# ---- block 1 ----
### config.mk
export PLATFORM = sky130hd
export DESIGN_NAME = axi_multi_logger_flat
export DESIGN_NICKNAME = d
export VERILOG_FILES = /design/src/rtl/axi_multi_logger_if.sv /design/src/rtl/axi_multi_logger.sv /design/src/flat_wrapper.sv
export SDC_FILE = /design/constraint.sdc
export NUM_CORES = 1
export LEC_CHECK = 0
export CORE_MARGIN = 2
export CORE_UTILIZATION = 36
export CTS_CLUSTER_DIAMETER = 120
export DETAILED_ROUTE_END_ITERATION = 12
export MAX_ROUTING_LAYER = met4
export PLACE_DENSITY_LB_ADDON = 0.3
export SYNTH_ARGS = -nofsm -noshare
export SYNTH_HDL_FRONTEND = slang
export SYNTH_SLANG_ARGS = --single-unit
### constraint.sdc
create_clock -name Clk_CI -period 8.9 [get_ports Clk_CI]
set_clock_uncertainty 0.2 [all_clocks]
set_input_delay 2.225 -clock Clk_CI [delete_from_list [all_inputs] [get_ports Clk_CI]]
set_output_delay 2.225 -clock Clk_CI [all_outputs]
set_load 0.05 [all_outputs]
### src/rtl/axi_multi_logger_if.sv
// AXI address-channel handshake bundle observed by the multi-channel logger.
// The monitor side only listens, so the slave modport is input-only.
interface axi_multi_logger_if #(
  parameter int NUM_CH        = 2,
  parameter int AXI_ID_BITW   = 8,
  parameter int AXI_ADDR_BITW = 32
);
  logic [NUM_CH-1:0]               AxiValid_SI;
  logic [NUM_CH-1:0]               AxiReady_SI;
  logic [NUM_CH*AXI_ID_BITW-1:0]   AxiId_DI;
  logic [NUM_CH*AXI_ADDR_BITW-1:0] AxiAddr_DI;
  logic [NUM_CH*8-1:0]             AxiLen_DI;

  modport master (output AxiValid_SI, AxiReady_SI, AxiId_DI, AxiAddr_DI, AxiLen_DI);
  modport slave  (input  AxiValid_SI, AxiReady_SI, AxiId_DI, AxiAddr_DI, AxiLen_DI);
endinterface

### src/rtl/axi_multi_logger.sv
// Multi-channel AXI address logger: captures every handshake into a one-deep
// pending register per channel, round-robin drains them into a BRAM log,
// and supports stop-when-full or circular logging plus a zeroing clear sweep.
module axi_multi_logger #(
  parameter int NUM_CH          = 2,
  parameter int AXI_ID_BITW     = 8,
  parameter int AXI_ADDR_BITW   = 32,
  parameter int NUM_LOG_ENTRIES = 16384,
  parameter int FULL_MARGIN     = 1024
) (
  input  logic                                       Clk_CI,
  input  logic                                       Rst_RI,
  axi_multi_logger_if.slave                          i_axi,
  input  logic                                       Enable_SI,
  input  logic                                       Wrap_SI,
  input  logic                                       Clear_SI,
  output logic                                       WrEn_SO,
  output logic [$clog2(NUM_LOG_ENTRIES)-1:0]         WrAddr_DO,
  output logic [((64+AXI_ADDR_BITW+31)/32)*32-1:0]   WrData_DO,
  output logic                                       Full_SO,
  output logic                                       Wrapped_SO,
  output logic                                       Clearing_SO,
  output logic [15:0]                                DropCnt_DO
);

  localparam int DW = ((64 + AXI_ADDR_BITW + 31) / 32) * 32;
  localparam int AW = $clog2(NUM_LOG_ENTRIES);
  localparam int CW = (NUM_CH > 1) ? $clog2(NUM_CH) : 1;
  localparam logic [AW-1:0] LAST_IDX    = AW'(NUM_LOG_ENTRIES - 1);
  localparam logic [AW-1:0] FULL_THRESH = AW'(NUM_LOG_ENTRIES - FULL_MARGIN);

  typedef enum logic [1:0] {
    READY    = 2'd0,
    FULL     = 2'd1,
    CLEARING = 2'd2
  } state_t;

  state_t            r_state;
  state_t            w_stateNext;
  logic [AW-1:0]     r_wrCnt;
  logic [AW-1:0]     w_wrCntNext;
  logic              r_wrapped;
  logic              w_wrappedNext;
  logic              w_wrEn;
  logic [31:0]       r_ts;
  logic [NUM_CH-1:0] r_pendValid;
  logic [DW-1:0]     r_pendData [NUM_CH];
  logic [CW-1:0]     r_lastGrant;
  logic [15:0]       r_dropCnt;

  logic [NUM_CH-1:0] w_axiHs;
  logic [NUM_CH-1:0] w_grant;
  logic [NUM_CH-1:0] w_capture;
  logic [NUM_CH-1:0] w_drop;
  logic [DW-1:0]     w_entry [NUM_CH];
  logic              w_grantValid;
  logic [CW-1:0]     w_grantIdx;
  logic [2:0]        w_dropNum;
  logic [16:0]       w_dropSum;

  assign w_axiHs = i_axi.AxiValid_SI & i_axi.AxiReady_SI & {NUM_CH{Enable_SI}};

  // A channel may load its pending slot when it is empty or being drained this cycle.
  assign w_capture = (r_state == READY) ? (w_axiHs & (~r_pendValid | w_grant)) : '0;

  // Handshakes with nowhere to go are lost; in FULL every handshake is lost.
  assign w_drop = (r_state == READY) ? (w_axiHs & r_pendValid & ~w_grant) :
                  (r_state == FULL)  ? w_axiHs : '0;

  // Pack each channel's live handshake fields into a log entry.
  always_comb begin
    for (int c = 0; c < NUM_CH; c++) begin
      w_entry[c]                      = '0;
      w_entry[c][31:0]                = r_ts;
      w_entry[c][39:32]               = i_axi.AxiLen_DI[c*8 +: 8];
      w_entry[c][40 +: AXI_ID_BITW]   = i_axi.AxiId_DI[c*AXI_ID_BITW +: AXI_ID_BITW];
      w_entry[c][63:62]               = 2'(c);
      w_entry[c][64 +: AXI_ADDR_BITW] = i_axi.AxiAddr_DI[c*AXI_ADDR_BITW +: AXI_ADDR_BITW];
    end
  end

  // Round-robin pick of one pending channel, searching from the one after the last grant.
  always_comb begin
    logic [CW-1:0] idx;
    idx          = '0;
    w_grantValid = 1'b0;
    w_grantIdx   = r_lastGrant;
    w_grant      = '0;
    for (int i = 1; i <= NUM_CH; i++) begin
      idx = CW'((int'(r_lastGrant) + i) % NUM_CH);
      if (!w_grantValid && r_pendValid[idx] && (r_state == READY)) begin
        w_grantValid = 1'b1;
        w_grantIdx   = idx;
      end
    end
    if (w_grantValid) begin
      w_grant[w_grantIdx] = 1'b1;
    end
  end

  // Number of channels losing a handshake this cycle, added onto the saturating counter.
  always_comb begin
    w_dropNum = '0;
    for (int c = 0; c < NUM_CH; c++) begin
      w_dropNum = w_dropNum + {2'b00, w_drop[c]};
    end
    w_dropSum = {1'b0, r_dropCnt} + {14'd0, w_dropNum};
  end

  // Next-state, write pointer and write strobe; a clear request overrides everything.
  always_comb begin
    w_stateNext   = r_state;
    w_wrCntNext   = r_wrCnt;
    w_wrappedNext = r_wrapped;
    w_wrEn        = 1'b0;
    case (r_state)
      READY: begin
        if (w_grantValid) begin
          w_wrEn      = 1'b1;
          w_wrCntNext = r_wrCnt + 1'b1;
          if (r_wrCnt == LAST_IDX) begin
            if (Wrap_SI) begin
              w_wrappedNext = 1'b1;
            end else begin
              w_stateNext = FULL;
            end
          end
        end
      end
      FULL: begin
      end
      CLEARING: begin
        w_wrEn      = 1'b1;
        w_wrCntNext = r_wrCnt + 1'b1;
        if (r_wrCnt == LAST_IDX) begin
          w_stateNext = READY;
        end
      end
      default: begin
        w_stateNext = READY;
      end
    endcase
    if (Clear_SI) begin
      w_stateNext   = CLEARING;
      w_wrCntNext   = '0;
      w_wrappedNext = 1'b0;
    end
  end

  // State, write pointer and wrapped flag registers.
  always_ff @(posedge Clk_CI or posedge Rst_RI) begin
    if (Rst_RI) begin
      r_state   <= READY;
      r_wrCnt   <= '0;
      r_wrapped <= 1'b0;
    end else begin
      r_state   <= w_stateNext;
      r_wrCnt   <= w_wrCntNext;
      r_wrapped <= w_wrappedNext;
    end
  end

  // Free-running timestamp, wraps naturally at 32 bits.
  always_ff @(posedge Clk_CI or posedge Rst_RI) begin
    if (Rst_RI) begin
      r_ts <= '0;
    end else begin
      r_ts <= r_ts + 32'd1;
    end
  end

  // Pending slots: load on capture, empty when drained, flush on clear.
  always_ff @(posedge Clk_CI or posedge Rst_RI) begin
    if (Rst_RI) begin
      r_pendValid <= '0;
      for (int c = 0; c < NUM_CH; c++) begin
        r_pendData[c] <= '0;
      end
    end else if (Clear_SI) begin
      r_pendValid <= '0;
    end else begin
      for (int c = 0; c < NUM_CH; c++) begin
        if (w_capture[c]) begin
          r_pendValid[c] <= 1'b1;
          r_pendData[c]  <= w_entry[c];
        end else if (w_grant[c]) begin
          r_pendValid[c] <= 1'b0;
        end
      end
    end
  end

  // Remember the last granted channel for round-robin fairness.
  always_ff @(posedge Clk_CI or posedge Rst_RI) begin
    if (Rst_RI) begin
      r_lastGrant <= '0;
    end else if (w_grantValid) begin
      r_lastGrant <= w_grantIdx;
    end
  end

  // Saturating count of lost handshakes, zeroed by a clear.
  always_ff @(posedge Clk_CI or posedge Rst_RI) begin
    if (Rst_RI) begin
      r_dropCnt <= '0;
    end else if (Clear_SI) begin
      r_dropCnt <= '0;
    end else if (w_dropSum[16]) begin
      r_dropCnt <= 16'hFFFF;
    end else begin
      r_dropCnt <= w_dropSum[15:0];
    end
  end

  assign WrEn_SO     = w_wrEn;
  assign WrAddr_DO   = r_wrCnt;
  assign WrData_DO   = w_grantValid ? r_pendData[w_grantIdx] : '0;
  assign Full_SO     = (r_state == FULL) |
                       ((r_state == READY) & ~Wrap_SI & (FULL_MARGIN > 0) &
                        (r_wrCnt >= FULL_THRESH));
  assign Wrapped_SO  = r_wrapped;
  assign Clearing_SO = (r_state == CLEARING);
  assign DropCnt_DO  = r_dropCnt;

endmodule
### src/flat_wrapper.sv
// flat-port wrapper written by rule: the top's interface ports become plain ports
module axi_multi_logger_flat 
#(
  parameter int NUM_CH          = 2,
  parameter int AXI_ID_BITW     = 8,
  parameter int AXI_ADDR_BITW   = 32,
  parameter int NUM_LOG_ENTRIES = 16384,
  parameter int FULL_MARGIN     = 1024
)
  (Clk_CI, Rst_RI, Enable_SI, Wrap_SI, Clear_SI, WrEn_SO, WrAddr_DO, WrData_DO, Full_SO, Wrapped_SO, Clearing_SO, DropCnt_DO, i_axi_AxiValid_SI, i_axi_AxiReady_SI, i_axi_AxiId_DI, i_axi_AxiAddr_DI, i_axi_AxiLen_DI);
  axi_multi_logger_if #(.NUM_CH(NUM_CH), .AXI_ID_BITW(AXI_ID_BITW), .AXI_ADDR_BITW(AXI_ADDR_BITW)) i_axi_i ();
  input  logic Clk_CI;
  input  logic Rst_RI;
  input  logic Enable_SI;
  input  logic Wrap_SI;
  input  logic Clear_SI;
  output logic WrEn_SO;
  output logic [$clog2(NUM_LOG_ENTRIES)-1:0] WrAddr_DO;
  output logic [((64+AXI_ADDR_BITW+31)/32)*32-1:0] WrData_DO;
  output logic Full_SO;
  output logic Wrapped_SO;
  output logic Clearing_SO;
  output logic [15:0] DropCnt_DO;
  input wire logic [$bits(i_axi_i.AxiValid_SI)-1:0] i_axi_AxiValid_SI;
  input wire logic [$bits(i_axi_i.AxiReady_SI)-1:0] i_axi_AxiReady_SI;
  input wire logic [$bits(i_axi_i.AxiId_DI)-1:0] i_axi_AxiId_DI;
  input wire logic [$bits(i_axi_i.AxiAddr_DI)-1:0] i_axi_AxiAddr_DI;
  input wire logic [$bits(i_axi_i.AxiLen_DI)-1:0] i_axi_AxiLen_DI;
  assign i_axi_i.AxiValid_SI = i_axi_AxiValid_SI;
  assign i_axi_i.AxiReady_SI = i_axi_AxiReady_SI;
  assign i_axi_i.AxiId_DI = i_axi_AxiId_DI;
  assign i_axi_i.AxiAddr_DI = i_axi_AxiAddr_DI;
  assign i_axi_i.AxiLen_DI = i_axi_AxiLen_DI;
  axi_multi_logger #(.NUM_CH(NUM_CH), .AXI_ID_BITW(AXI_ID_BITW), .AXI_ADDR_BITW(AXI_ADDR_BITW), .NUM_LOG_ENTRIES(NUM_LOG_ENTRIES), .FULL_MARGIN(FULL_MARGIN)) u_core (.Clk_CI(Clk_CI), .Rst_RI(Rst_RI), .i_axi(i_axi_i), .Enable_SI(Enable_SI), .Wrap_SI(Wrap_SI), .Clear_SI(Clear_SI), .WrEn_SO(WrEn_SO), .WrAddr_DO(WrAddr_DO), .WrData_DO(WrData_DO), .Full_SO(Full_SO), .Wrapped_SO(Wrapped_SO), .Clearing_SO(Clearing_SO), .DropCnt_DO(DropCnt_DO));
endmodule
# ---- block 2 ----
===== config.mk =====
export PLATFORM = sky130hd
export DESIGN_NAME = bus_generator_n_arbiter
export DESIGN_NICKNAME = d
export VERILOG_FILES = /design/src/rtl/bus_generator_n_arbiter_pkg.sv /design/src/rtl/bus_generator_n_arbiter_bus_lane.sv /design/src/rtl/bus_generator_n_arbiter.sv
export SDC_FILE = /design/constraint.sdc
export NUM_CORES = 1
export LEC_CHECK = 0
export ABC_AREA = 1
export CORE_ASPECT_RATIO = 1.75
export CORE_MARGIN = 2
export CORE_UTILIZATION = 39
export CTS_BUF_LIST = sky130_fd_sc_hd__clkbuf_16
export DETAILED_ROUTE_END_ITERATION = 6
export PLACE_DENSITY = 0.89
export SETUP_SLACK_MARGIN = 0.1
export SYNTH_ARGS = -nofsm -noshare
export SYNTH_HDL_FRONTEND = slang
export SYNTH_SLANG_ARGS = --single-unit

===== constraint.sdc =====
create_clock -name clk -period 1.8 [get_ports clk]
set_input_delay 0.36 -clock clk [delete_from_list [all_inputs] [get_ports clk]]
set_output_delay 0.36 -clock clk [all_outputs]
set_load 0.02 [all_outputs]

===== src/rtl/bus_generator_n_arbiter_pkg.sv =====
// Shared definitions for the bus generator / round-robin arbiter.
//   ID_W          : width of the destination ID field at the top of a packet
//   BROADCAST_ID  : default destination ID meaning "everyone but the source"
//   lane_state_t  : per-lane FSM states
//   id_lsb()      : bit offset of the destination ID inside a packet
package bus_generator_n_arbiter_pkg;

   localparam int ID_W = 8;
   localparam logic [ID_W-1:0] BROADCAST_ID = 8'hFF;

   typedef enum logic [1:0] {
      IDLE,
      POP,
      PUSH
   } lane_state_t;

   function automatic int id_lsb(input int pckg_sz);
      return pckg_sz - ID_W;
   endfunction

endpackage


===== src/rtl/bus_generator_n_arbiter_bus_lane.sv =====
// One bus lane: round-robin arbiter plus IDLE/POP/PUSH transfer FSM.
// Ports:
//   clk, reset : clock, synchronous active-high reset
//   pndng      : per-device "transmit FIFO non-empty"
//   d_pop      : per-device FIFO head (first-word-fall-through)
//   pop        : registered one-cycle pop pulse to the granted device
//   push       : registered one-cycle delivery strobe(s)
//   d_push     : lane bus register fanned out to every device
module bus_generator_n_arbiter_bus_lane
   import bus_generator_n_arbiter_pkg::*;
#(
   parameter int drvrs = 4,
   parameter int pckg_sz = 16,
   parameter logic [ID_W-1:0] broadcast = BROADCAST_ID
) (
   input  logic                             clk,
   input  logic                             reset,
   input  logic [drvrs-1:0]                 pndng,
   input  logic [drvrs-1:0][pckg_sz-1:0]    d_pop,
   output logic [drvrs-1:0]                 pop,
   output logic [drvrs-1:0]                 push,
   output logic [drvrs-1:0][pckg_sz-1:0]    d_push
);

   localparam int PW = (drvrs > 1) ? $clog2(drvrs) : 1;
   localparam int ID_LSB = id_lsb(pckg_sz);

   lane_state_t        state_reg, state_next;
   logic [PW-1:0]      grant_reg, grant_next;
   logic [PW-1:0]      rr_ptr_reg, rr_ptr_next;
   logic [pckg_sz-1:0] pkt_reg, pkt_next;
   logic [pckg_sz-1:0] bus_reg, bus_next;
   logic [drvrs-1:0]   pop_reg, pop_next;
   logic [drvrs-1:0]   push_reg, push_next;
   logic [PW-1:0]      arb_grant;
   logic [ID_W-1:0]    dest_id;

   // First pending device at or after rr_ptr, wrapping modulo drvrs.
   // Walking offsets from high to low lets the smallest offset win last.
   always_comb begin
      int idx;
      arb_grant = '0;
      idx = 0;
      for (int i = drvrs - 1; i >= 0; i--) begin
         idx = int'(rr_ptr_reg) + i;
         if (idx >= drvrs) idx = idx - drvrs;
         if (pndng[idx]) arb_grant = PW'(idx);
      end
   end

   always_comb begin
      state_next  = state_reg;
      grant_next  = grant_reg;
      rr_ptr_next = rr_ptr_reg;
      pkt_next    = pkt_reg;
      bus_next    = bus_reg;
      pop_next    = '0;
      push_next   = '0;
      dest_id     = pkt_reg[ID_LSB +: ID_W];
      case (state_reg)
         IDLE: begin
            if (|pndng) begin
               grant_next = arb_grant;
               for (int d = 0; d < drvrs; d++) pop_next[d] = (arb_grant == PW'(d));
               state_next = POP;
            end
         end
         POP: begin
            // Latch the head and decode it now so push lands in the PUSH cycle.
            pkt_next = d_pop[grant_reg];
            bus_next = pkt_next;
            dest_id  = pkt_next[ID_LSB +: ID_W];
            for (int d = 0; d < drvrs; d++) begin
               if (dest_id == broadcast) push_next[d] = (grant_reg != PW'(d));
               else                      push_next[d] = (dest_id == ID_W'(d));
            end
            state_next = PUSH;
         end
         PUSH: begin
            rr_ptr_next = (grant_reg == PW'(drvrs - 1)) ? '0 : grant_reg + PW'(1);
            state_next  = IDLE;
         end
         default: state_next = IDLE;
      endcase
   end

   always_ff @(posedge clk) begin
      if (reset) begin
         state_reg  <= IDLE;
         grant_reg  <= '0;
         rr_ptr_reg <= '0;
         pkt_reg    <= '0;
         bus_reg    <= '0;
         pop_reg    <= '0;
         push_reg   <= '0;
      end else begin
         state_reg  <= state_next;
         grant_reg  <= grant_next;
         rr_ptr_reg <= rr_ptr_next;
         pkt_reg    <= pkt_next;
         bus_reg    <= bus_next;
         pop_reg    <= pop_next;
         push_reg   <= push_next;
      end
   end

   assign pop  = pop_reg;
   assign push = push_reg;

   genvar gi;
   generate
      for (gi = 0; gi < drvrs; gi++) begin : g_dpush
         assign d_push[gi] = bus_reg;
      end
   endgenerate

endmodule


===== src/rtl/bus_generator_n_arbiter.sv =====
// Shared-bus generator and round-robin arbiter: `bits` independent lanes,
// each connecting `drvrs` devices.
// Ports:
//   clk, reset : clock, synchronous active-high reset
//   pndng      : [lane][device] transmit FIFO non-empty
//   D_pop      : [lane][device] transmit FIFO head
//   pop        : [lane][device] pop pulse
//   push       : [lane][device] delivery strobe
//   D_push     : [lane][device] delivered packet (qualified by push)
module bus_generator_n_arbiter
   import bus_generator_n_arbiter_pkg::*;
#(
   parameter int bits = 1,
   parameter int drvrs = 4,
   parameter int pckg_sz = 16,
   parameter logic [ID_W-1:0] broadcast = BROADCAST_ID
) (
   input  logic                                     clk,
   input  logic                                     reset,
   input  logic [bits-1:0][drvrs-1:0]               pndng,
   input  logic [bits-1:0][drvrs-1:0][pckg_sz-1:0]  D_pop,
   output logic [bits-1:0][drvrs-1:0]               pop,
   output logic [bits-1:0][drvrs-1:0]               push,
   output logic [bits-1:0][drvrs-1:0][pckg_sz-1:0]  D_push
);

   genvar gi;
   generate
      for (gi = 0; gi < bits; gi++) begin : g_lane
         bus_generator_n_arbiter_bus_lane #(
            .drvrs     (drvrs),
            .pckg_sz   (pckg_sz),
            .broadcast (broadcast)
         ) u_lane (
            .clk    (clk),
            .reset  (reset),
            .pndng  (pndng[gi]),
            .d_pop  (D_pop[gi]),
            .pop    (pop[gi]),
            .push   (push[gi]),
            .d_push (D_push[gi])
         );
      end
   endgenerate

endmodule


# ---- block 3 ----
[src/rtl/motoro3_pkg.sv]
// Shared types and constants for the motoro3 line step runner.
// Holds the FSM encoding, the last step index and the length width.
package motoro3_pkg;

  localparam int LEN_W = 16;
  localparam logic [3:0] STEP_LAST = 4'd15;

  typedef logic [LEN_W-1:0] len_t;

  typedef enum logic [1:0] {
    ST_IDLE,
    ST_LOAD,
    ST_RUN,
    ST_DONE
  } state_t;

  // Zero lengths are treated as one so a step can never stall.
  function automatic len_t len_floor1(input len_t v);
    return (v == '0) ? len_t'(1) : v;
  endfunction

endpackage

[src/rtl/motoro3_pwm_period_cnt.sv]
// PWM period / cycle counter pair with latched lengths.
// Flags the period wrap, the step end and the PWM high phase.
module motoro3_pwm_period_cnt
  import motoro3_pkg::*;
(
  input  logic             clk,
  input  logic             rst_n,
  input  logic             load,
  input  logic             en,
  input  logic [LEN_W-1:0] pl_len,
  input  logic [LEN_W-1:0] sl_len,
  output logic             step_end,
  output logic             pwm_hi
);

  len_t pl_reg;
  len_t sl_reg;
  len_t period_cnt;
  len_t cyc_cnt;
  logic wrap;

  assign wrap     = (period_cnt == pl_reg - len_t'(1));
  assign step_end = wrap && (cyc_cnt == sl_reg - len_t'(1));
  assign pwm_hi   = (period_cnt < (pl_reg >> 1));

  always_ff @(posedge clk) begin
    if (!rst_n) begin
      pl_reg     <= '0;
      sl_reg     <= '0;
      period_cnt <= '0;
      cyc_cnt    <= '0;
    end else if (load) begin
      pl_reg     <= len_floor1(pl_len);
      sl_reg     <= len_floor1(sl_len);
      period_cnt <= '0;
      cyc_cnt    <= '0;
    end else if (en) begin
      if (wrap) begin
        period_cnt <= '0;
        cyc_cnt    <= cyc_cnt + len_t'(1);
      end else begin
        period_cnt <= period_cnt + len_t'(1);
      end
    end
  end

endmodule

[src/rtl/motoro3_line_step_runner.sv]
// Runs a 16-step line: per step, load lengths then emit PWM periods.
// FSM lives here; period/cycle counting is in the counter sub-module.
module motoro3_line_step_runner
  import motoro3_pkg::*;
(
  input  logic             clk,
  input  logic             nRst,
  input  logic             m3r_start,
  input  logic             m3r_stop,
  input  logic [LEN_W-1:0] plLen,
  input  logic [LEN_W-1:0] slLen,
  output logic [3:0]       lcStep,
  output logic             pwmOut,
  output logic             stepTick,
  output logic             lineBusy,
  output logic             lineDone
);

  state_t     state_q;
  state_t     state_d;
  logic [3:0] step_q;
  logic [3:0] step_d;
  logic       busy_q;
  logic       load;
  logic       en;
  logic       step_end;
  logic       pwm_hi;
  logic       tick;
  logic       done;
  logic       pwm;

  motoro3_pwm_period_cnt u_cnt (
    .clk      (clk),
    .rst_n    (nRst),
    .load     (load),
    .en       (en),
    .pl_len   (plLen),
    .sl_len   (slLen),
    .step_end (step_end),
    .pwm_hi   (pwm_hi)
  );

  always_ff @(posedge clk) begin
    if (!nRst) begin
      state_q <= ST_IDLE;
      step_q  <= '0;
      busy_q  <= 1'b0;
    end else begin
      state_q <= state_d;
      step_q  <= step_d;
      busy_q  <= (state_d == ST_LOAD) || (state_d == ST_RUN);
    end
  end

  // Stop overrides everything, including its own cycle's outputs.
  always_comb begin
    state_d = state_q;
    step_d  = step_q;
    load    = 1'b0;
    en      = 1'b0;
    tick    = 1'b0;
    done    = 1'b0;
    pwm     = 1'b0;
    if (m3r_stop) begin
      state_d = ST_IDLE;
      step_d  = '0;
    end else begin
      unique case (state_q)
        ST_IDLE: begin
          if (m3r_start) begin
            state_d = ST_LOAD;
            step_d  = '0;
          end
        end
        ST_LOAD: begin
          load    = 1'b1;
          state_d = ST_RUN;
        end
        ST_RUN: begin
          en  = 1'b1;
          pwm = pwm_hi;
          if (step_end) begin
            tick = 1'b1;
            if (step_q == STEP_LAST) begin
              state_d = ST_DONE;
            end else begin
              step_d  = step_q + 4'd1;
              state_d = ST_LOAD;
            end
          end
        end
        ST_DONE: begin
          done    = 1'b1;
          step_d  = '0;
          state_d = ST_IDLE;
        end
        default: begin
          state_d = ST_IDLE;
          step_d  = '0;
        end
      endcase
    end
  end

  assign lcStep   = step_q;
  assign pwmOut   = pwm;
  assign stepTick = tick;
  assign lineBusy = busy_q;
  assign lineDone = done;

endmodule

[config.mk]
export PLATFORM = sky130hd
export DESIGN_NAME = motoro3_line_step_runner
export DESIGN_NICKNAME = d
export VERILOG_FILES = /design/src/rtl/motoro3_pkg.sv /design/src/rtl/motoro3_pwm_period_cnt.sv /design/src/rtl/motoro3_line_step_runner.sv
export SDC_FILE = /design/constraint.sdc
export NUM_CORES = 1
export LEC_CHECK = 0
export CAP_MARGIN = 20
export CORE_MARGIN = 5
export CORE_UTILIZATION = 35
export CTS_CLUSTER_SIZE = 20
export DETAILED_ROUTE_END_ITERATION = 12
export PLACE_DENSITY = 0.61
export SYNTH_ARGS = -nofsm -noshare
export SYNTH_HDL_FRONTEND = slang
export SYNTH_SLANG_ARGS = --single-unit
[constraint.sdc]
create_clock -name clk -period 6.2 [get_ports clk]
set_input_delay 1.86 -clock clk [delete_from_list [all_inputs] [get_ports clk]]
set_output_delay 1.86 -clock clk [all_outputs]
set_load 0.005 [all_outputs]
# ---- block 4 ----
`src/rtl/tlc_pkg.sv`:
```
// Shared types for the traffic-light monitor: lamp codes, monitor states and fault causes.
package tlc_pkg;

  // Two-bit lamp code as driven by the signal heads.
  typedef enum logic [1:0] {
    OFF    = 2'b00,
    GREEN  = 2'b01,
    YELLOW = 2'b10,
    RED    = 2'b11
  } light_e;

  typedef enum logic [1:0] {
    MON_INIT  = 2'b00,
    MON_ARMED = 2'b01,
    MON_FAULT = 2'b10
  } mon_state_e;

  // Numeric value doubles as priority: the lowest non-zero code wins.
  typedef enum logic [2:0] {
    NONE          = 3'd0,
    INVALID       = 3'd1,
    CONFLICT      = 3'd2,
    ILLEGAL_TRANS = 3'd3,
    SHORT_YELLOW  = 3'd4,
    WATCHDOG      = 3'd5
  } fault_e;

  localparam int unsigned NumLamps = 3;

  // Saturating 8-bit increment shared by the yellow and all-red counters.
  function automatic logic [7:0] sat_inc8(input logic [7:0] val);
    return (val == 8'hFF) ? 8'hFF : val + 8'd1;
  endfunction

endpackage

```
`src/rtl/lamp_tracker.sv`:
```
// Per-lamp history: previous code plus yellow-duration counter, and the
// per-lamp violation flags derived from the current code against that history.
module lamp_tracker
  import tlc_pkg::*;
#(
  parameter int unsigned YEL_MIN = 5
) (
  input  logic       clk,
  input  logic       rst_n,
  input  logic [1:0] code,
  output logic       invalid,
  output logic       illegal,
  output logic       short_yellow
);

  light_e     cur;
  light_e     prev_q;
  logic [7:0] yel_cnt_q;
  logic [7:0] yel_cnt_d;

  assign cur = light_e'(code);

  // Yellow counter: 1 on the first yellow cycle, then count up, cleared otherwise.
  always_comb begin
    yel_cnt_d = '0;
    if (cur == YELLOW) begin
      yel_cnt_d = (prev_q == YELLOW) ? sat_inc8(yel_cnt_q) : 8'd1;
    end
  end

  // History is tracked in every monitor state so re-arming starts from fresh context.
  always_ff @(posedge clk or negedge rst_n) begin
    if (!rst_n) begin
      prev_q    <= RED;
      yel_cnt_q <= '0;
    end else begin
      prev_q    <= cur;
      yel_cnt_q <= yel_cnt_d;
    end
  end

  // Flags compare this cycle's code with last cycle's; yel_cnt_q is the yellow length so far.
  always_comb begin
    invalid      = (cur == OFF);
    illegal      = ((prev_q == GREEN)  && (cur == RED))    ||
                   ((prev_q == RED)    && (cur == YELLOW)) ||
                   ((prev_q == YELLOW) && (cur == GREEN));
    short_yellow = (prev_q == YELLOW) && (cur == RED) && (yel_cnt_q < 8'(YEL_MIN));
  end

endmodule

```
`src/rtl/light_monitor.sv`:
```
// Traffic-light conflict monitor for one intersection (L1 NB 4th Ave, L2/L3 Harrison St).
// Latches the highest-priority violation and holds it until Clear.
// Optional all-red watchdog enabled by defining LIGHT_MONITOR_WATCHDOG_EN.
module light_monitor
  import tlc_pkg::*;
#(
  parameter int unsigned YEL_MIN    = 5,
  parameter int unsigned ALLRED_MAX = 8
) (
  input  logic       Clock,
  input  logic       Reset,
  input  logic [1:0] L1,
  input  logic [1:0] L2,
  input  logic [1:0] L3,
  input  logic       Clear,
  output logic       Fault,
  output logic [2:0] FaultCode,
  output logic [2:0] FaultLamp
);

  logic [NumLamps-1:0] invalid;
  logic [NumLamps-1:0] illegal;
  logic [NumLamps-1:0] short_yel;
  logic [NumLamps-1:0] conflict_lamps;
  logic                watchdog_hit;

  fault_e              viol_code;
  logic [NumLamps-1:0] viol_lamps;

  mon_state_e          state_q, state_d;
  logic                fault_q, fault_d;
  fault_e              code_q, code_d;
  logic [NumLamps-1:0] lamp_q, lamp_d;

  lamp_tracker #(.YEL_MIN(YEL_MIN)) u_lamp1 (
    .clk          (Clock),
    .rst_n        (Reset),
    .code         (L1),
    .invalid      (invalid[0]),
    .illegal      (illegal[0]),
    .short_yellow (short_yel[0])
  );

  lamp_tracker #(.YEL_MIN(YEL_MIN)) u_lamp2 (
    .clk          (Clock),
    .rst_n        (Reset),
    .code         (L2),
    .invalid      (invalid[1]),
    .illegal      (illegal[1]),
    .short_yellow (short_yel[1])
  );

  lamp_tracker #(.YEL_MIN(YEL_MIN)) u_lamp3 (
    .clk          (Clock),
    .rst_n        (Reset),
    .code         (L3),
    .invalid      (invalid[2]),
    .illegal      (illegal[2]),
    .short_yellow (short_yel[2])
  );

  // Cross-street conflict: 4th Ave showing anything but red while a Harrison head is non-red.
  always_comb begin
    conflict_lamps = '0;
    if ((L1 != RED) && ((L2 != RED) || (L3 != RED))) begin
      conflict_lamps = {(L3 != RED), (L2 != RED), 1'b1};
    end
  end

`ifdef LIGHT_MONITOR_WATCHDOG_EN
  logic [7:0] allred_cnt_q;
  logic [7:0] allred_cnt_d;
  logic       all_red;

  // All-red counter; fires on the cycle whose count would exceed the limit.
  always_comb begin
    all_red      = (L1 == RED) && (L2 == RED) && (L3 == RED);
    allred_cnt_d = all_red ? sat_inc8(allred_cnt_q) : 8'd0;
    watchdog_hit = all_red && (allred_cnt_d > 8'(ALLRED_MAX));
  end

  // All-red counter register.
  always_ff @(posedge Clock or negedge Reset) begin
    if (!Reset) begin
      allred_cnt_q <= '0;
    end else begin
      allred_cnt_q <= allred_cnt_d;
    end
  end
`else
  logic unused_allred_max;
  assign unused_allred_max = ^ALLRED_MAX;
  assign watchdog_hit      = 1'b0;
`endif

  // Priority encode: lowest fault code wins, lamps are those implicated in that code only.
  always_comb begin
    viol_code  = NONE;
    viol_lamps = '0;
    if (|invalid) begin
      viol_code  = INVALID;
      viol_lamps = invalid;
    end else if (|conflict_lamps) begin
      viol_code  = CONFLICT;
      viol_lamps = conflict_lamps;
    end else if (|illegal) begin
      viol_code  = ILLEGAL_TRANS;
      viol_lamps = illegal;
    end else if (|short_yel) begin
      viol_code  = SHORT_YELLOW;
      viol_lamps = short_yel;
    end else if (watchdog_hit) begin
      viol_code  = WATCHDOG;
      viol_lamps = '1;
    end
  end

  // Monitor FSM next state and latched fault outputs.
  always_comb begin
    state_d = state_q;
    fault_d = fault_q;
    code_d  = code_q;
    lamp_d  = lamp_q;
    unique case (state_q)
      MON_INIT: begin
        state_d = MON_ARMED;
      end
      MON_ARMED: begin
        if (viol_code != NONE) begin
          state_d = MON_FAULT;
          fault_d = 1'b1;
          code_d  = viol_code;
          lamp_d  = viol_lamps;
        end
      end
      MON_FAULT: begin
        // Clear takes precedence over anything observed this cycle.
        if (Clear) begin
          state_d = MON_INIT;
          fault_d = 1'b0;
          code_d  = NONE;
          lamp_d  = '0;
        end
      end
      default: begin
        state_d = MON_INIT;
        fault_d = 1'b0;
        code_d  = NONE;
        lamp_d  = '0;
      end
    endcase
  end

  // State and output registers.
  always_ff @(posedge Clock or negedge Reset) begin
    if (!Reset) begin
      state_q <= MON_INIT;
      fault_q <= 1'b0;
      code_q  <= NONE;
      lamp_q  <= '0;
    end else begin
      state_q <= state_d;
      fault_q <= fault_d;
      code_q  <= code_d;
      lamp_q  <= lamp_d;
    end
  end

  assign Fault     = fault_q;
  assign FaultCode = code_q;
  assign FaultLamp = lamp_q;

endmodule

```
`config.mk`:
```
export PLATFORM = sky130hd
export DESIGN_NAME = light_monitor
export DESIGN_NICKNAME = d
export VERILOG_FILES = /design/src/rtl/tlc_pkg.sv /design/src/rtl/lamp_tracker.sv /design/src/rtl/light_monitor.sv
export SDC_FILE = /design/constraint.sdc
export NUM_CORES = 1
export LEC_CHECK = 0
export CAP_MARGIN = 25
export CORE_MARGIN = 2
export CORE_UTILIZATION = 50
export DETAILED_ROUTE_END_ITERATION = 10
export HOLD_SLACK_MARGIN = 0.08
export PLACE_DENSITY = 0.7
export REMOVE_ABC_BUFFERS = 1
export SLEW_MARGIN = 40
export SYNTH_ARGS = -nofsm -noshare
export SYNTH_HDL_FRONTEND = slang
export SYNTH_HIERARCHICAL = 1
export SYNTH_SLANG_ARGS = --single-unit
export TNS_END_PERCENT = 1
```
`constraint.sdc`:
```
create_clock -name Clock -period 6.1 [get_ports Clock]
set_clock_uncertainty 0.1 [all_clocks]
set_input_delay 1.83 -clock Clock [delete_from_list [all_inputs] [get_ports Clock]]
set_output_delay 1.83 -clock Clock [all_outputs]
set_load 0.005 [all_outputs]
```
Block 4, met3 routing:
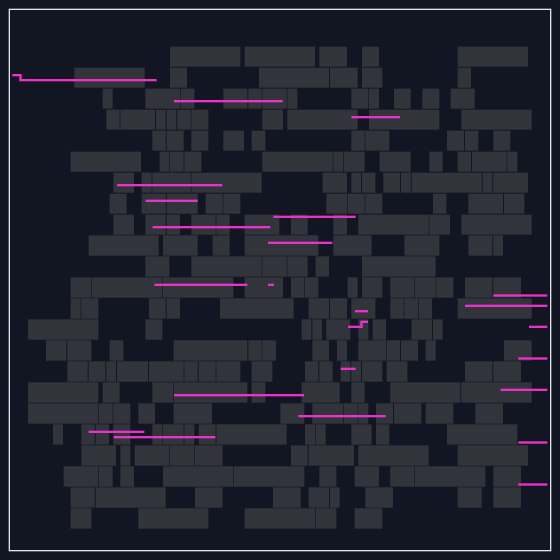
share of all routed wire: 4.6%
nets with wire on the layer: 18

==> flow_metrics.env, block 4 <==
# implementation run metrics
export IMPL_status="finished clean"
export IMPL_muxShareOfSynthArea=0
export IMPL_required_ns=6.22
export IMPL_maxSlewHeadroom=0.6299
export IMPL_yosysCellCount=217
export IMPL_slew_violations=0
export IMPL_regArea_um2=983.4
export IMPL_powerDensity_nw_per_um2=251.9
export IMPL_drv_cap=0
export IMPL_yosysTopAreaCell="dfrtp_1"
export IMPL_drc=0
export IMPL_max_freq_ghz=0.2407
export IMPL_dpl_worst_slack_ns=1.657
export IMPL_use_met1=0.2307
export IMPL_grtUsageTotal=0.1821
export IMPL_cp_slowest_stage_delay_ns=0.65
export IMPL_cp_startpoint="L1[0]"
export IMPL_synth_distinct_cells=47
export IMPL_met3_usage=0.04762
export IMPL_critPathBufInv=1
-- block 4: report_power, final --
part	leakage (µW)	total, µW	internal, µW	switching, µW
logic	0.000465	139	78.0	61.1
registers	0.000511	308	289	19.4
clock network	0.0000412	168	79.9	88.0
-- block 4: path summary, 6_finish.rpt --
check | end | slack (ns) | depth (start not counted)
worst max-delay path | FaultLamp[0] | 1.95 | 8
worst min-delay path | Fault | 0.39 | 1
worst max register to register | FaultLamp[0] | 3.75 | 7
worst min register to register | Fault | 0.39 | 1
max in group asynchronous | u_lamp1/prev_q[1] | 4.13 | 1
min in group asynchronous | u_lamp3/yel_cnt_q[1] | 1.41 | 1
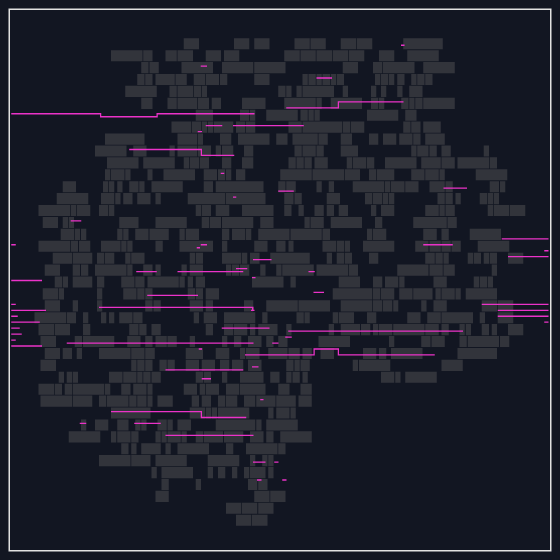
Block 3: met3 routing
longest straight run: 42.3 µm
main direction: horizontal
share of all routed wire: 4.7%
nets with wire on the layer: 38

==> flow_metrics.env, block 3 <==
# implementation run metrics
export IMPL_vias_per_cell=5.243
export IMPL_fin_nets=666
export IMPL_min_from="u_cnt.sl_reg[15]"
export IMPL_whs_ns=0.4761
export IMPL_grtUsageTotal=0.1606
export IMPL_tritoncts="done"
export IMPL_drv_cap=0
export IMPL_nFillCells=1330
export IMPL_dpl_worst_slack_ns=0.5818
export IMPL_cp_startpoint="m3r_stop"
export IMPL_io_buffers=43
export IMPL_endpoint="pwmOut"
export IMPL_place_gp_congestion=0.8985
export IMPL_antenna_found_initial=0
export IMPL_ys_warn_count=0
export IMPL_clock_latency_ns=0.35
export IMPL_met3_usage=0.04300
export IMPL_antenna_cells=0
export IMPL_critPathKind="in2out"
export IMPL_ant_nets=0
export IMPL_synthAoiAreaFrac=0.1573
export IMPL_wl_um=11670
export IMPL_edf_count=0
export IMPL_status="finished clean"
export IMPL_synth_simple_area_share=0.3023
export IMPL_cts_inserted_buffers=9
export IMPL_synth_distinct_cells=69
export IMPL_p_seq_frac=0.401
export IMPL_cp_end_kind="output pin"
## block 3: cell type report
cell class / instances / area [µm²] / share of cell area
well taps: 172 / 215.2 / 0.03986
inverters: 24 / 90.09 / 0.01669
repair buffers: 45 / 445.4 / 0.08250
multi-input cells: 455 / 2917 / 0.5402
clock buffers: 13 / 270.3 / 0.05006
flip-flops and latches: 71 / 1421 / 0.2633
clock inverters: 3 / 40.04 / 0.007416
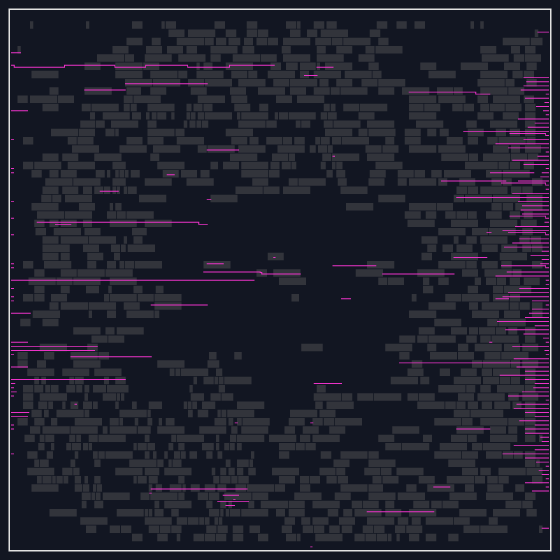
Block 1: met3 routing
wire length on this layer: 1570 µm
share of all routed wire: 6.1%
main direction: horizontal
longest straight run: 79.8 µm
nets with wire on the layer: 149
routed wire length: 25560 µm
total number of vias: 6920

==> flow_metrics.env, block 1 <==
# implementation run metrics
export IMPL_status="finished clean"
export IMPL_setup_tns_ns=0
export IMPL_nonClkBufAreaFrac=0.1593
export IMPL_ys_warn_count=0
export IMPL_wl_met3_um=1568
export IMPL_start_kind="input pin"
export IMPL_cp_cell_sequence="clkdlybuf4s50_1, nor2_1, nor2_1, nor2_1, clkdlybuf4s50_1"
export IMPL_cts_hold_buf=0
export IMPL_grt_busiest_layer="met2"
export IMPL_p_comb_uw=119
export IMPL_nFillCells=2667
export IMPL_critPathBufInv=2
export IMPL_utilization=0.4765
export IMPL_final_cell_area_um2=14120
export IMPL_cp_max_fo=3
export IMPL_grtUsageTotal=0.1651
export IMPL_placed_cell_area_um2=13240
export IMPL_nonClockInverterCount=12
export IMPL_lay_top_cells="dfrtp_1, clkdlybuf4s50_1, mux2_4, a22o_1, xnor2_1"
export IMPL_ff_count=229
export IMPL_ys_ff=229
-- block 1: path summary, 6_finish.rpt --
path                                            start                      to  slack, ns  cells past startpoint
worst max-delay path                          Wrap_SI                 Full_SO       2.71                      5
worst min-delay path            u_core.r_pendData[62]   u_core.r_pendData[62]       0.28                      1
worst max register to register      u_core.r_state[0]    u_core.DropCnt_DO[0]       4.83                     12
worst min register to register  u_core.r_pendData[62]   u_core.r_pendData[62]       0.28                      1
max in group asynchronous                      Rst_RI  u_core.r_pendData[106]       5.06                      3
min in group asynchronous                      Rst_RI   u_core.r_pendData[34]       1.99                      2
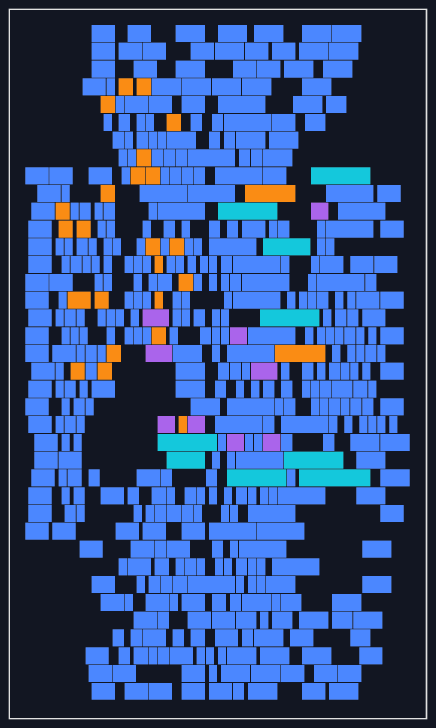
Block 2: cells by drive strength
legend:
  blue:
    size: x1 and smaller
    cells: 436
  orange:
    size: x2
    cells: 25
  cyan:
    size: x6 and larger
    cells: 9
  purple:
    size: x3 and x4
    cells: 9

==> flow_metrics.env, block 2 <==
# implementation run metrics
export IMPL_status="finished clean"
export IMPL_cts_num_sinks=30
export IMPL_areaGrowthSynthToFinish_pct=57.12
export IMPL_regArea_um2=603.1
export IMPL_xor_share=0.003612
export IMPL_timing_rr_start="g_lane[0].u_lane.grant_reg[0]"
export IMPL_min_path_cells=2
export IMPL_first_pass_iters=5
export IMPL_final_instance_count_excl_fill=559
export IMPL_drv_cap=0
export IMPL_yosysTopAreaCell="dfxtp_1"
export IMPL_slowest_stage="clkdlybuf4s50_1"
export IMPL_critPathTopFamily="buffers and inverters"
export IMPL_cts_path_max_buffers=2
export IMPL_clkCellAreaFrac=0.04466
export IMPL_hold_viol_final=0
export IMPL_largest_register_ffs=16
export IMPL_die_w_um=63.61
export IMPL_post_cts_setup_buffer_count=0
==> block 2: worst reg2reg max path, stage by stage (launching register included) <==
cell and delay (ns):
dfxtp_2 0.35, buf_12 0.17, inv_12 0.15, nand2_1 0.07, nand3_1 0.06, nand2_1 0.14
inv_1 0.08, nand2_1 0.08, nor2_4 0.13, nand3_1 0.10, nand2_1 0.07, nor2_1 0.04
==> block 2: report_power, final <==
part / leakage [µW] / internal, µW / total, µW / switching (µW)
Sequential: 0.000247 / 729 / 800 / 70.6
Combinational: 0.00194 / 588 / 1320 / 733
Clock: 0.0000760 / 651 / 950 / 299
Total: 0.00226 / 1970 / 3070 / 1100

==> screenshots <==
Logic cells by family.
shot_01.png
Bar = 20 µm.
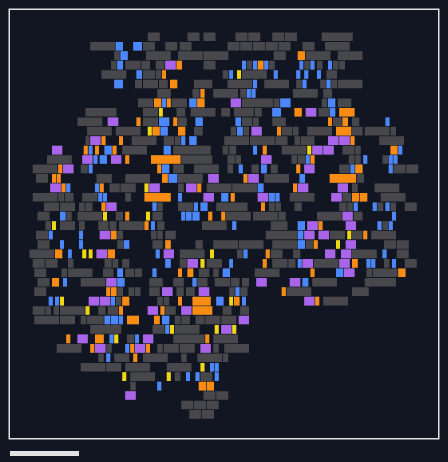
shot_02.png
Bar = 50 µm.
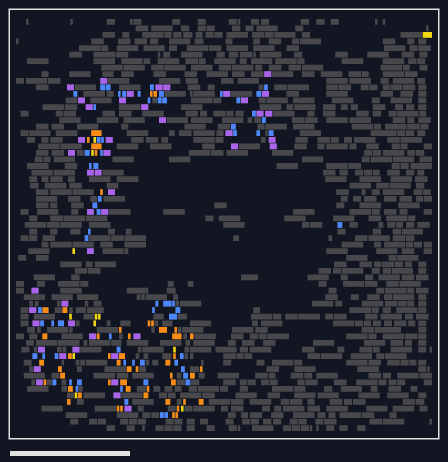
shot_03.png
Bar = 20 µm.
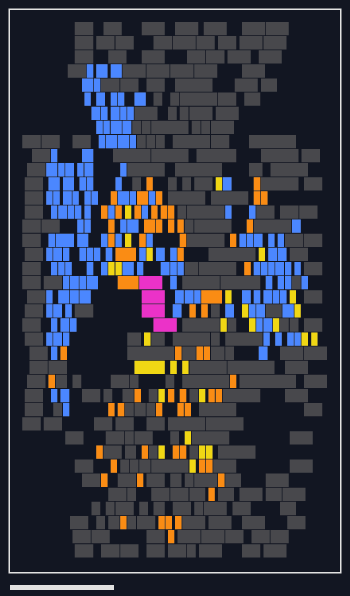
shot_04.png
Bar = 20 µm.
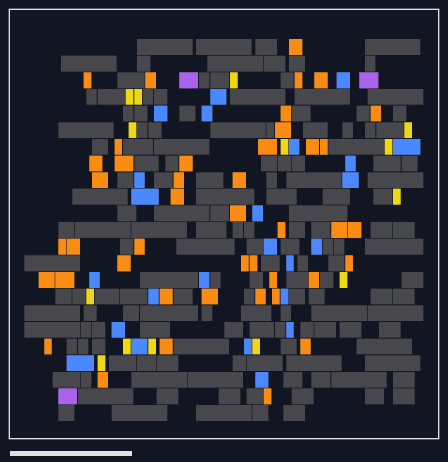
block 1: shot_02.png
block 4: shot_04.png
block 3: shot_01.png
block 2: shot_03.png
Of these, largest die: shot_02.png
Of these, smallest die: shot_04.png

Key to shot_01.png:
legend:
  orange:
    family: nor cells
    cells: 90
  purple:
    family: xor and xnor cells
    cells: 60
  blue:
    family: nand cells
    cells: 126
  yellow:
    family: inv cells
    cells: 24



==> screenshots <==
Routing congestion.
(a)
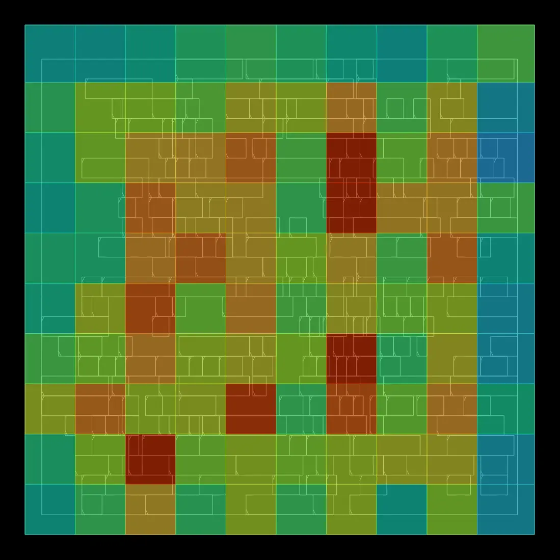
(b)
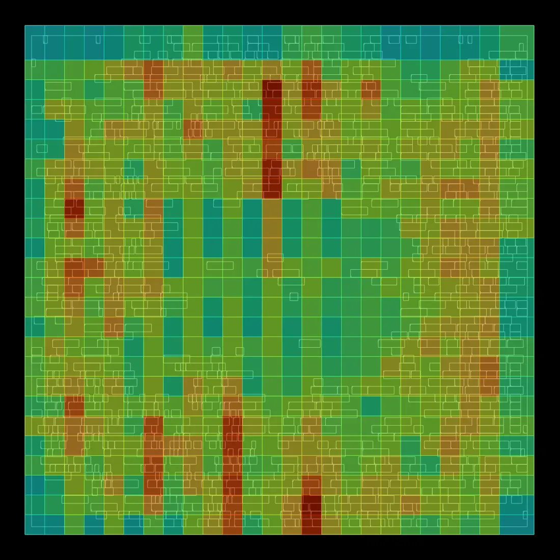
(c)
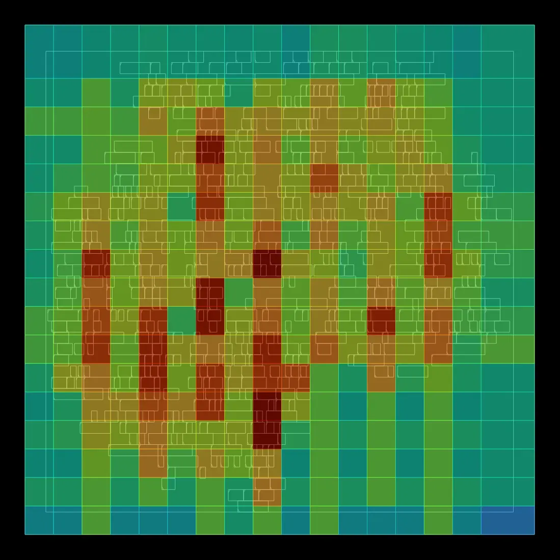
(d)
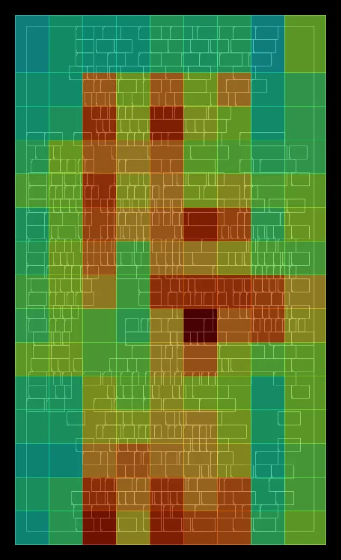
block 4 -> (a)
block 2 -> (d)
block 3 -> (c)
block 1 -> (b)


==> gallery <==
Clock network drawn from the DEF.
panel A
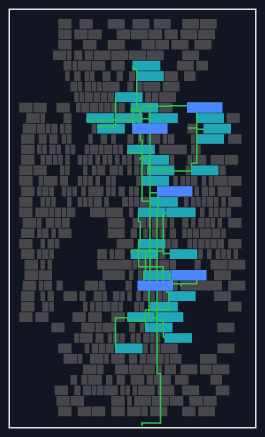
panel B
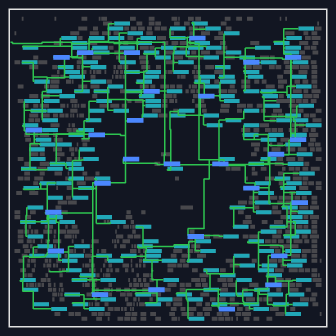
panel C
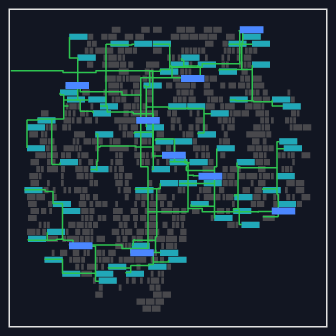
panel D
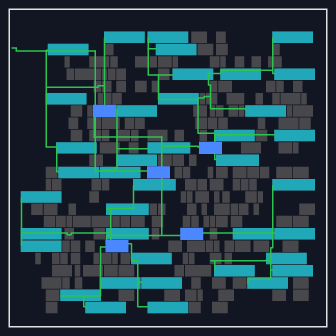
- most sequential cells: panel B
- fewest sequential cells: panel A
For block 4, see panel D.
For block 2, see panel A.
For block 3, see panel C.
For block 1, see panel B.

Power is estimated from default activity; no workload was simulated.
